# ws2812_frame_ctrl

`src/rtl/ws2812_pkg.sv`:
```
// Shared types, widths and helpers for the WS2812 frame sequencer.
package ws2812_pkg;

  typedef enum logic [1:0] {IDLE, FETCH, SEND, LATCH} state_t;

  localparam int GRB_W                = 24;
  localparam int DEFAULT_RESET_CYCLES = 2800;

  // (ch * (b + 1)) >> 8 keeps b = 255 an exact identity and b = 0 fully dark.
  function automatic logic [7:0] scale_ch(input logic [7:0] ch, input logic [7:0] b);
    logic [16:0] prod;
    prod = {9'd0, ch} * ({9'd0, b} + 17'd1);
    return 8'(prod >> 8);
  endfunction

endpackage

```
`src/rtl/ws2812_pixel_ram.sv`:
```
// NUM_LEDS x 24 pixel store: one write port, one synchronous read port, read-before-write.
// Writes at or beyond NUM_LEDS are dropped so narrow index bits can never alias a live pixel.
module ws2812_pixel_ram
  import ws2812_pkg::*;
#(
  parameter int NUM_LEDS = 8,
  parameter int ADDR_W   = 8
) (
  input  logic              clk,
  input  logic              wr_en,
  input  logic [ADDR_W-1:0] wr_addr,
  input  logic [GRB_W-1:0]  wr_data,
  input  logic [ADDR_W-1:0] rd_addr,
  output logic [GRB_W-1:0]  rd_data
);

  localparam int IDX_W = (NUM_LEDS > 1) ? $clog2(NUM_LEDS) : 1;

  logic [GRB_W-1:0] mem_q [NUM_LEDS];
  logic [GRB_W-1:0] rd_data_q;
  logic             wr_ok;
  logic             rd_ok;

  assign wr_ok = wr_en && (int'(wr_addr) < NUM_LEDS);
  assign rd_ok = int'(rd_addr) < NUM_LEDS;

  always_ff @(posedge clk) begin
    if (wr_ok) begin
      mem_q[wr_addr[IDX_W-1:0]] <= wr_data;
    end
    rd_data_q <= rd_ok ? mem_q[rd_addr[IDX_W-1:0]] : '0;
  end

  assign rd_data = rd_data_q;

endmodule

```
`src/rtl/ws2812_frame_ctrl.sv`:
```
// WS2812 frame sequencer: pixel RAM -> valid/ready GRB stream -> latch gap -> frame_done.
// First word 2 cycles after start, 2-cycle turnaround, grb held until grb_ready.
// WS2812_BRIGHTNESS_EN adds a brightness input applied per channel as each word is fetched.
module ws2812_frame_ctrl
  import ws2812_pkg::*;
#(
  parameter int NUM_LEDS     = 8,
  parameter int ADDR_W       = 8,
  parameter int RESET_CYCLES = DEFAULT_RESET_CYCLES
) (
  input  logic              clk,
  input  logic              rst_n,
  input  logic              wr_en,
  input  logic [ADDR_W-1:0] wr_addr,
  input  logic [23:0]       wr_data,
  input  logic              start,
`ifdef WS2812_BRIGHTNESS_EN
  input  logic [7:0]        brightness,
`endif
  output logic              busy,
  output logic              frame_done,
  output logic [23:0]       grb,
  output logic              grb_valid,
  input  logic              grb_ready,
  input  logic              tx_idle,
  output logic              line_hold
);

  localparam int                CNT_W    = $clog2(RESET_CYCLES + 1);
  localparam logic [CNT_W-1:0]  CNT_LAST = CNT_W'(RESET_CYCLES - 1);
  localparam logic [ADDR_W-1:0] LAST_IDX = ADDR_W'(NUM_LEDS - 1);

  state_t            state_q, state_d;
  logic [ADDR_W-1:0] idx_q, idx_d;
  logic [CNT_W-1:0]  cnt_q, cnt_d;
  logic              armed_q, armed_d;
  logic [GRB_W-1:0]  grb_q, grb_d;
  logic              grb_valid_q, grb_valid_d;
  logic              busy_q, busy_d;
  logic [GRB_W-1:0]  rd_data;
  logic [GRB_W-1:0]  fetch_word;
  logic              hold;
  logic              done;

  // Read address follows idx_d so the word is already at the RAM output during FETCH.
  ws2812_pixel_ram #(
    .NUM_LEDS (NUM_LEDS),
    .ADDR_W   (ADDR_W)
  ) u_ram (
    .clk     (clk),
    .wr_en   (wr_en),
    .wr_addr (wr_addr),
    .wr_data (wr_data),
    .rd_addr (idx_d),
    .rd_data (rd_data)
  );

`ifdef WS2812_BRIGHTNESS_EN
  assign fetch_word = {scale_ch(rd_data[23:16], brightness),
                       scale_ch(rd_data[15:8],  brightness),
                       scale_ch(rd_data[7:0],   brightness)};
`else
  assign fetch_word = rd_data;
`endif

  // The gap must start in the very cycle the encoder reports idle, so hold/done look at tx_idle directly.
  assign hold = (state_q == LATCH) && (armed_q || tx_idle);
  assign done = hold && (cnt_q == CNT_LAST);

  always_comb begin
    state_d     = state_q;
    idx_d       = idx_q;
    cnt_d       = cnt_q;
    armed_d     = armed_q;
    grb_d       = grb_q;
    grb_valid_d = grb_valid_q;
    busy_d      = busy_q;
    case (state_q)
      IDLE: begin
        if (start) begin
          state_d = FETCH;
          idx_d   = '0;
          busy_d  = 1'b1;
        end
      end
      FETCH: begin
        state_d     = SEND;
        grb_d       = fetch_word;
        grb_valid_d = 1'b1;
      end
      SEND: begin
        if (grb_ready) begin
          grb_valid_d = 1'b0;
          if (idx_q == LAST_IDX) begin
            state_d = LATCH;
            cnt_d   = '0;
            armed_d = 1'b0;
          end else begin
            idx_d   = idx_q + ADDR_W'(1);
            state_d = FETCH;
          end
        end
      end
      LATCH: begin
        if (hold) begin
          armed_d = 1'b1;
          cnt_d   = cnt_q + CNT_W'(1);
          if (done) begin
            state_d = IDLE;
            busy_d  = 1'b0;
            armed_d = 1'b0;
            cnt_d   = '0;
          end
        end
      end
      default: state_d = IDLE;
    endcase
  end

  always_ff @(posedge clk or negedge rst_n) begin
    if (!rst_n) begin
      state_q     <= IDLE;
      idx_q       <= '0;
      cnt_q       <= '0;
      armed_q     <= 1'b0;
      grb_q       <= '0;
      grb_valid_q <= 1'b0;
      busy_q      <= 1'b0;
    end else begin
      state_q     <= state_d;
      idx_q       <= idx_d;
      cnt_q       <= cnt_d;
      armed_q     <= armed_d;
      grb_q       <= grb_d;
      grb_valid_q <= grb_valid_d;
      busy_q      <= busy_d;
    end
  end

  assign grb        = grb_q;
  assign grb_valid  = grb_valid_q;
  assign busy       = busy_q;
  assign line_hold  = hold;
  assign frame_done = done;

endmodule

```
`config.mk`:
```
export PLATFORM = sky130hd
export DESIGN_NAME = ws2812_frame_ctrl
export DESIGN_NICKNAME = d
export VERILOG_FILES = /design/src/rtl/ws2812_pkg.sv /design/src/rtl/ws2812_pixel_ram.sv /design/src/rtl/ws2812_frame_ctrl.sv
export SDC_FILE = /design/constraint.sdc
export NUM_CORES = 1
export LEC_CHECK = 0
export ABC_AREA = 1
export CORE_AREA = 3 3 140 142
export DETAILED_ROUTE_END_ITERATION = 8
export DIE_AREA = 0 0 143 145
export GPL_TIMING_DRIVEN = 0
export PLACE_DENSITY = 0.81
export SLEW_MARGIN = 20
export SYNTH_ARGS = -nofsm -noshare
export SYNTH_HDL_FRONTEND = slang
export SYNTH_SLANG_ARGS = --single-unit
```
`constraint.sdc`:
```
create_clock -name clk -period 4.5 [get_ports clk]
set_clock_uncertainty 0.1 [all_clocks]
set_input_delay 0.9 -clock clk [delete_from_list [all_inputs] [get_ports clk]]
set_output_delay 0.9 -clock clk [all_outputs]
set_load 0.02 [all_outputs]
```
# mul_issue_ctrl_flat

$ cat src/rtl/mul_issue_ctrl_if.sv
`default_nettype none
// ------------------------------------------------------------------
// mul_issue_ctrl_if: request/response/multiplier bundle for mul_issue_ctrl
// Revision 1.0
// ------------------------------------------------------------------
interface mul_issue_ctrl_if #(
  parameter int WIDTH = 32
);
  logic               req_valid_i;
  logic               req_ready_o;
  logic [2:0]         req_funct3_i;
  logic [WIDTH-1:0]   req_rs1_i;
  logic [WIDTH-1:0]   req_rs2_i;
  logic [4:0]         req_rd_i;
  logic               flush_i;
  logic               resp_valid_o;
  logic               resp_ready_i;
  logic [WIDTH-1:0]   resp_data_o;
  logic [4:0]         resp_rd_o;
  logic               busy_o;
  logic               mul_start_o;
  logic [2:0]         mul_funct3_o;
  logic [WIDTH-1:0]   mul_multiplicand_o;
  logic [WIDTH-1:0]   mul_multiplier_o;
  logic               mul_done_i;
  logic [2*WIDTH-1:0] mul_product_i;

  modport slave (
    input  req_valid_i, req_funct3_i, req_rs1_i, req_rs2_i, req_rd_i, flush_i,
           resp_ready_i, mul_done_i, mul_product_i,
    output req_ready_o, resp_valid_o, resp_data_o, resp_rd_o, busy_o,
           mul_start_o, mul_funct3_o, mul_multiplicand_o, mul_multiplier_o
  );

  modport master (
    output req_valid_i, req_funct3_i, req_rs1_i, req_rs2_i, req_rd_i, flush_i,
           resp_ready_i, mul_done_i, mul_product_i,
    input  req_ready_o, resp_valid_o, resp_data_o, resp_rd_o, busy_o,
           mul_start_o, mul_funct3_o, mul_multiplicand_o, mul_multiplier_o
  );
endinterface
`default_nettype wire

$ cat src/rtl/mul_issue_ctrl.sv
`default_nettype none
// ------------------------------------------------------------------
// mul_issue_ctrl: M-extension multiply issue controller with a one-entry product cache
// Revision 1.0
// ------------------------------------------------------------------
module mul_issue_ctrl #(
  parameter int WIDTH = 32
) (
  input  logic            clk_i,
  input  logic            reset_i,
  mul_issue_ctrl_if.slave bus
);

  typedef enum logic [1:0] {
    IDLE   = 2'd0,
    LAUNCH = 2'd1,
    WAIT   = 2'd2,
    RESP   = 2'd3
  } state_t;

  state_t state, state_nx;

  logic [2:0]         op_funct3;
  logic [WIDTH-1:0]   op_rs1, op_rs2;
  logic [4:0]         op_rd;
  logic [WIDTH-1:0]   resp_data;
  logic [2:0]         mul_funct3;
  logic [WIDTH-1:0]   mul_multiplicand, mul_multiplier;
  logic               cache_valid;
  logic [WIDTH-1:0]   cache_rs1, cache_rs2;
  logic [1:0]         cache_cls;
  logic [2*WIDTH-1:0] cache_product;
  logic [1:0]         guard;
  logic               accept, hit, capture, mul_start;

  function automatic logic [1:0] class_of(input logic [1:0] f);
    case (f)
      2'b10:   return 2'd1;
      2'b11:   return 2'd2;
      default: return 2'd0;
    endcase
  endfunction

  function automatic logic [WIDTH-1:0] select_half(input logic [2:0] f3,
                                                   input logic [2*WIDTH-1:0] p);
    return (f3 == 3'b000) ? p[WIDTH-1:0] : p[2*WIDTH-1:WIDTH];
  endfunction

  assign bus.req_ready_o = (state == IDLE) && !bus.flush_i;
  assign accept          = bus.req_valid_i && bus.req_ready_o;
  assign hit             = cache_valid
                        && (bus.req_rs1_i == cache_rs1)
                        && (bus.req_rs2_i == cache_rs2)
                        && (class_of(bus.req_funct3_i[1:0]) == cache_cls);
  // done is only trusted once the guard has run out; a flush always wins
  assign capture         = (state == WAIT) && !bus.flush_i && (guard == 2'd2) && bus.mul_done_i;

  always_ff @(posedge clk_i or posedge reset_i) begin
    if (reset_i) state <= IDLE;
    else         state <= state_nx;
  end

  always_comb begin
    state_nx  = state;
    mul_start = 1'b0;
    case (state)
      IDLE: begin
        if (accept) begin
          if (bus.req_funct3_i[2] || hit) state_nx = RESP;
          else                            state_nx = LAUNCH;
        end
      end
      LAUNCH: begin
        mul_start = 1'b1;
        state_nx  = bus.flush_i ? IDLE : WAIT;
      end
      WAIT: begin
        if (bus.flush_i)  state_nx = IDLE;
        else if (capture) state_nx = RESP;
      end
      RESP: begin
        if (bus.flush_i || bus.resp_ready_i) state_nx = IDLE;
      end
      default: state_nx = IDLE;
    endcase
  end

  always_ff @(posedge clk_i or posedge reset_i) begin
    if (reset_i) begin
      op_funct3        <= '0;
      op_rs1           <= '0;
      op_rs2           <= '0;
      op_rd            <= '0;
      resp_data        <= '0;
      mul_funct3       <= '0;
      mul_multiplicand <= '0;
      mul_multiplier   <= '0;
      cache_valid      <= 1'b0;
      cache_rs1        <= '0;
      cache_rs2        <= '0;
      cache_cls        <= '0;
      cache_product    <= '0;
      guard            <= '0;
    end else begin
      if (accept) begin
        op_funct3 <= bus.req_funct3_i;
        op_rs1    <= bus.req_rs1_i;
        op_rs2    <= bus.req_rs2_i;
        op_rd     <= bus.req_rd_i;
        if (bus.req_funct3_i[2]) begin
          resp_data <= '0;
        end else if (hit) begin
          resp_data <= select_half(bus.req_funct3_i, cache_product);
        end else begin
          // operands stay put through WAIT: the multiplier re-reads them at completion
          mul_funct3       <= bus.req_funct3_i;
          mul_multiplicand <= bus.req_rs1_i;
          mul_multiplier   <= bus.req_rs2_i;
        end
      end

      if (state == LAUNCH)                       guard <= '0;
      else if (state == WAIT && guard != 2'd2)   guard <= guard + 2'd1;

      if (capture) begin
        cache_valid   <= 1'b1;
        cache_product <= bus.mul_product_i;
        cache_rs1     <= op_rs1;
        cache_rs2     <= op_rs2;
        cache_cls     <= class_of(op_funct3[1:0]);
        resp_data     <= select_half(op_funct3, bus.mul_product_i);
      end

      if (bus.flush_i) cache_valid <= 1'b0;
    end
  end

  assign bus.resp_valid_o       = (state == RESP);
  assign bus.resp_data_o        = resp_data;
  assign bus.resp_rd_o          = op_rd;
  assign bus.busy_o             = (state != IDLE);
  assign bus.mul_start_o        = mul_start;
  assign bus.mul_funct3_o       = mul_funct3;
  assign bus.mul_multiplicand_o = mul_multiplicand;
  assign bus.mul_multiplier_o   = mul_multiplier;

endmodule
`default_nettype wire

$ cat src/flat_wrapper.sv
// flat-port wrapper written by rule: the top's interface ports become plain ports
module mul_issue_ctrl_flat 
#(
  parameter int WIDTH = 32
)
  (clk_i, reset_i, bus_req_valid_i, bus_req_funct3_i, bus_req_rs1_i, bus_req_rs2_i, bus_req_rd_i, bus_flush_i, bus_resp_ready_i, bus_mul_done_i, bus_mul_product_i, bus_req_ready_o, bus_resp_valid_o, bus_resp_data_o, bus_resp_rd_o, bus_busy_o, bus_mul_start_o, bus_mul_funct3_o, bus_mul_multiplicand_o, bus_mul_multiplier_o);
  mul_issue_ctrl_if #(.WIDTH(WIDTH)) bus_i ();
  input  logic clk_i;
  input  logic reset_i;
  input wire logic [$bits(bus_i.req_valid_i)-1:0] bus_req_valid_i;
  input wire logic [$bits(bus_i.req_funct3_i)-1:0] bus_req_funct3_i;
  input wire logic [$bits(bus_i.req_rs1_i)-1:0] bus_req_rs1_i;
  input wire logic [$bits(bus_i.req_rs2_i)-1:0] bus_req_rs2_i;
  input wire logic [$bits(bus_i.req_rd_i)-1:0] bus_req_rd_i;
  input wire logic [$bits(bus_i.flush_i)-1:0] bus_flush_i;
  input wire logic [$bits(bus_i.resp_ready_i)-1:0] bus_resp_ready_i;
  input wire logic [$bits(bus_i.mul_done_i)-1:0] bus_mul_done_i;
  input wire logic [$bits(bus_i.mul_product_i)-1:0] bus_mul_product_i;
  output wire logic [$bits(bus_i.req_ready_o)-1:0] bus_req_ready_o;
  output wire logic [$bits(bus_i.resp_valid_o)-1:0] bus_resp_valid_o;
  output wire logic [$bits(bus_i.resp_data_o)-1:0] bus_resp_data_o;
  output wire logic [$bits(bus_i.resp_rd_o)-1:0] bus_resp_rd_o;
  output wire logic [$bits(bus_i.busy_o)-1:0] bus_busy_o;
  output wire logic [$bits(bus_i.mul_start_o)-1:0] bus_mul_start_o;
  output wire logic [$bits(bus_i.mul_funct3_o)-1:0] bus_mul_funct3_o;
  output wire logic [$bits(bus_i.mul_multiplicand_o)-1:0] bus_mul_multiplicand_o;
  output wire logic [$bits(bus_i.mul_multiplier_o)-1:0] bus_mul_multiplier_o;
  assign bus_i.req_valid_i = bus_req_valid_i;
  assign bus_i.req_funct3_i = bus_req_funct3_i;
  assign bus_i.req_rs1_i = bus_req_rs1_i;
  assign bus_i.req_rs2_i = bus_req_rs2_i;
  assign bus_i.req_rd_i = bus_req_rd_i;
  assign bus_i.flush_i = bus_flush_i;
  assign bus_i.resp_ready_i = bus_resp_ready_i;
  assign bus_i.mul_done_i = bus_mul_done_i;
  assign bus_i.mul_product_i = bus_mul_product_i;
  assign bus_req_ready_o = bus_i.req_ready_o;
  assign bus_resp_valid_o = bus_i.resp_valid_o;
  assign bus_resp_data_o = bus_i.resp_data_o;
  assign bus_resp_rd_o = bus_i.resp_rd_o;
  assign bus_busy_o = bus_i.busy_o;
  assign bus_mul_start_o = bus_i.mul_start_o;
  assign bus_mul_funct3_o = bus_i.mul_funct3_o;
  assign bus_mul_multiplicand_o = bus_i.mul_multiplicand_o;
  assign bus_mul_multiplier_o = bus_i.mul_multiplier_o;
  mul_issue_ctrl #(.WIDTH(WIDTH)) u_core (.clk_i(clk_i), .reset_i(reset_i), .bus(bus_i));
endmodule
$ cat config.mk
export PLATFORM = sky130hd
export DESIGN_NAME = mul_issue_ctrl_flat
export DESIGN_NICKNAME = d
export VERILOG_FILES = /design/src/rtl/mul_issue_ctrl_if.sv /design/src/rtl/mul_issue_ctrl.sv /design/src/flat_wrapper.sv
export SDC_FILE = /design/constraint.sdc
export NUM_CORES = 1
export LEC_CHECK = 0
export CORE_ASPECT_RATIO = 2
export CORE_MARGIN = 2
export CORE_UTILIZATION = 53
export CTS_CLUSTER_SIZE = 28
export DETAILED_ROUTE_END_ITERATION = 7
export PLACE_DENSITY = 0.76
export SLEW_MARGIN = 25
export SYNTH_ARGS = -nofsm -noshare
export SYNTH_HDL_FRONTEND = slang
export SYNTH_SLANG_ARGS = --single-unit
$ cat constraint.sdc
create_clock -name clk_i -period 10.83 [get_ports clk_i]
set_clock_uncertainty 0.1 [all_clocks]
set_input_delay 1.083 -clock clk_i [delete_from_list [all_inputs] [get_ports clk_i]]
set_output_delay 1.083 -clock clk_i [all_outputs]
set_load 0.005 [all_outputs]
ws2812_frame_ctrl, signal wires on met2:
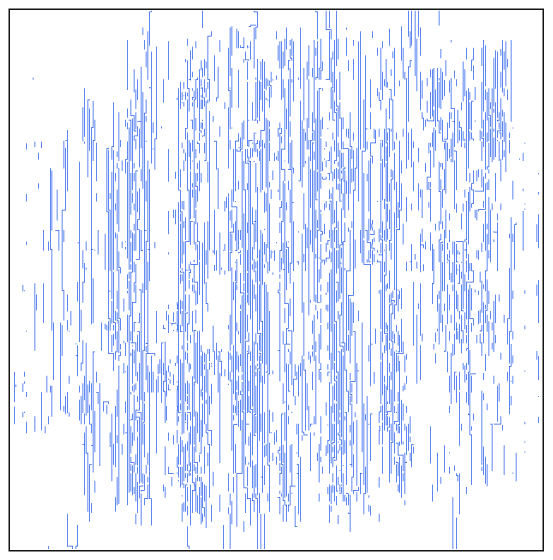
nets with wire on the layer: 933
main direction: vertical
longest straight run: 63.7 um

==> reports/highlights.md, ws2812_frame_ctrl <==
### CTS
* H-tree lvl count: 1
* cts bufs inserted: 27

### Power and ir drop
* power consumed by the clock network: 2.26 mW
* total chip power: 4.98 mW
* Clock Power Share: 45.4%
* power density over the cells: 371 nW/um^2
* internal power summed over all cells: 4.03 mW

### Die
* I/O pins: 66
* core utilization before placement: 61.1%
* number of rows created at floorplan: 50
* Taps Inserted: 234
* Die ar.: 20700 sq um

### Synth
* sequential area share after synthesis: 65.8%
* count of library flops with an enable pin: 192
* share of async-settable or async-resettable flops after synthesis: 18.5%
* MUX share of area: 0%

### Run status
* run status: completed

### Routing
* total DRC errors in the routed layout: 0

### Worst setup path
* setup slack on the worst flop-to-flop path: 1.81 ns
* required time worst endpoint: 3.50 ns
* reg-to-reg critical path startpoint: idx_q[0]

### Placement
* DP Area: 12500 sq um
* number of buffers inserted by port buffering: 65
* routability congestion estimate from global placement: 0.854

### Final layout
* Logic inverters: 157
* number of non-filler instances in the completed layout: 1494
* final-layout fill cell count: 1287
* multi-input gate share of total cell area: 22.8%

### STA
* accumulated negative setup slack: 0 ns
* final-layout worst hold slack: 0.206 ns

[ws2812_frame_ctrl: cell usage in the layout, fill, tap and decap left out, drive strengths merged, types with 8 or more instances in the layout]
cell	netlist	layout
dfxtp	24	24
clkdlybuf4s50	0	64
xor2	8	8
dfrtp	49	49
inv	157	157
nor3	12	12
nand3b	49	49
clkbuf	18	48
nor2	118	118
o21ai	12	12
buf	33	53
nand3	135	135
nand2	296	296
edfxtp	192	192
clkinv	0	13
[ws2812_frame_ctrl: worst reg2reg max path: cells and delay by family, from the launching register on]
| family | cells | cell delay, ns |
|---|---|---|
| and+or+nand+nor | 6 | 0.83 |
| buffers and inverters | 2 | 0.78 |
| DFF | 1 | 0.41 |
| adders and majority gates | 1 | 0.24 |
| AOI/OAI and AO/OA | 1 | 0.19 |
[ws2812_frame_ctrl: sequential cells by signal, summed over array words and instances, names as in the netlist]
register       cells
armed_q            1
u_ram.mem_q      192
grb_valid          1
grb               24
u_ram.rd_data     24
state_q            2
busy               1
cnt_q             12
idx_q              8
[ws2812_frame_ctrl: layer usage]
layer / vias up / part of all wire [%]
met1: 3695 / 39
met4: 0 / 3.0
met3: 75 / 9.8
met5: - / 0
li1: 3887 / -
met2: 384 / 48
mul_issue_ctrl_flat, signal wires on met2:
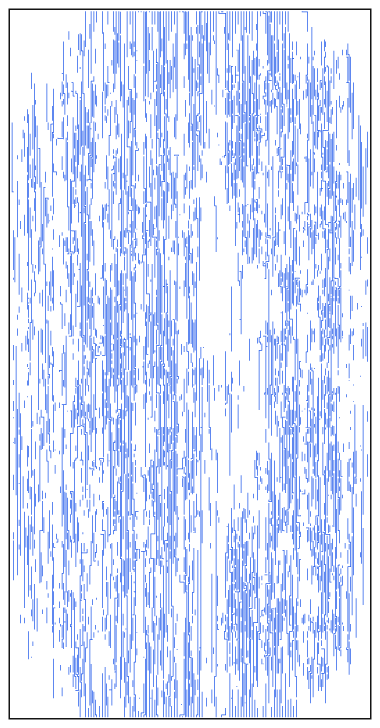
main direction: vertical
longest straight run: 78.2 um
nets with wire on the layer: 1615

==> reports/highlights.md, mul_issue_ctrl_flat <==
### Worst setup path
* required time worst endpoint: 11.17 ns
* worst reg2reg endpoint: u_core.bus.mul_multiplicand_o[0]

### Final layout
* Logic inverters: 11
* Flop Count: 305

### Routing
* Final Routed Wirelength: 40.7 mm

### CTS
* number of buffers inserted to repair setup after CTS: 0
* clock tree root driver cell: clkbuf_16
* maximum clock path buffer count: 3
* post-CTS sizing: 0

### Synth
* xor/xnor cell area share of the yosys netlist: 3.29%

### Placement
* number of instances in the placed design: 2089

### Run status
* run status: completed

### Power and ir drop
* total chip power: 3.65 mW

### Job
* total of max-cap violations: 0

### Global routing
* total routing resource utilization after global routing: 29.0%

### Die
* number of rows created at floorplan: 84

==> mul_issue_ctrl_flat: sequential cells by signal (all words and copies together) (netlist names), 5 cells and up <==
signal                         flops
u_core.bus.mul_multiplicand_o     32
u_core.bus.resp_data_o            32
u_core.cache_product              64
u_core.cache_rs2                  32
u_core.cache_rs1                  32
u_core.bus.resp_rd_o               5
u_core.op_rs1                     32
u_core.bus.mul_multiplier_o       32
u_core.op_rs2                     32
==> mul_issue_ctrl_flat: critical path, cell delays in order <==
cell and delay, ns:
clkdlybuf4s50_1 0.47, xnor2_1 0.59, nand4_1 0.17, nor4_1 0.58, nand3_1 0.22, o21ai_4 0.18, buf_4 0.67, mux2_2 0.42
==> mul_issue_ctrl_flat: Yosys cell counts, types with 2 or more instances <==
library cell and n:
buf_2 5, a211oi_1 33, or4b_1 2, a31oi_1 32, nand2b_1 12, mux2i_1 35, nor2_1 10, buf_6 3
nor2b_1 18, or3_1 3, or4b_2 2, buf_1 13, dfrtp_1 305, nand4_1 19, o21ai_0 105, mux2_2 66
a2111oi_0 5, inv_1 11, nand2_1 695, a21oi_1 34, nor4_1 13, xnor2_1 30, nor3_1 5, and2_1 2
clkbuf_1 78, nand3_1 5, xor2_1 23, nand4b_1 2

==> gallery <==
Clock nets.
panel A
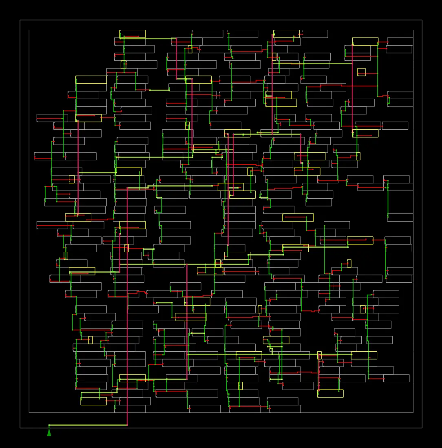
panel B
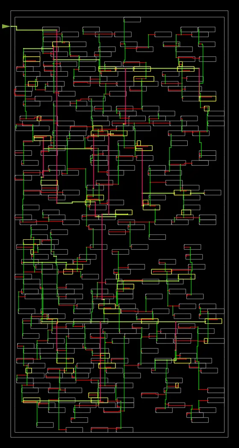
- most clock buffers: panel B
mul_issue_ctrl_flat: panel B
ws2812_frame_ctrl: panel A



==> screenshots <==
Met3 routing.
Plate I
Scale bar: 50 um.
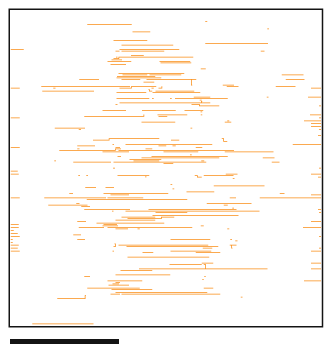
Plate II
Scale bar: 20 um.
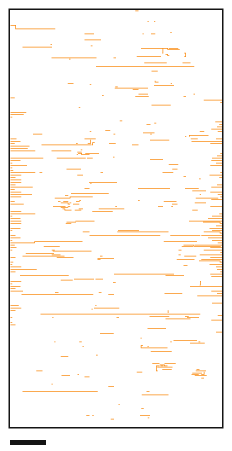
Of these, largest die: Plate II
mul_issue_ctrl_flat: Plate II
ws2812_frame_ctrl: Plate I

Key to Plate I:
nets with wire on the layer: 145
longest straight run: 61.2 um
wire length on this layer: 2470 um

Power is estimated from default activity; no workload was simulated.
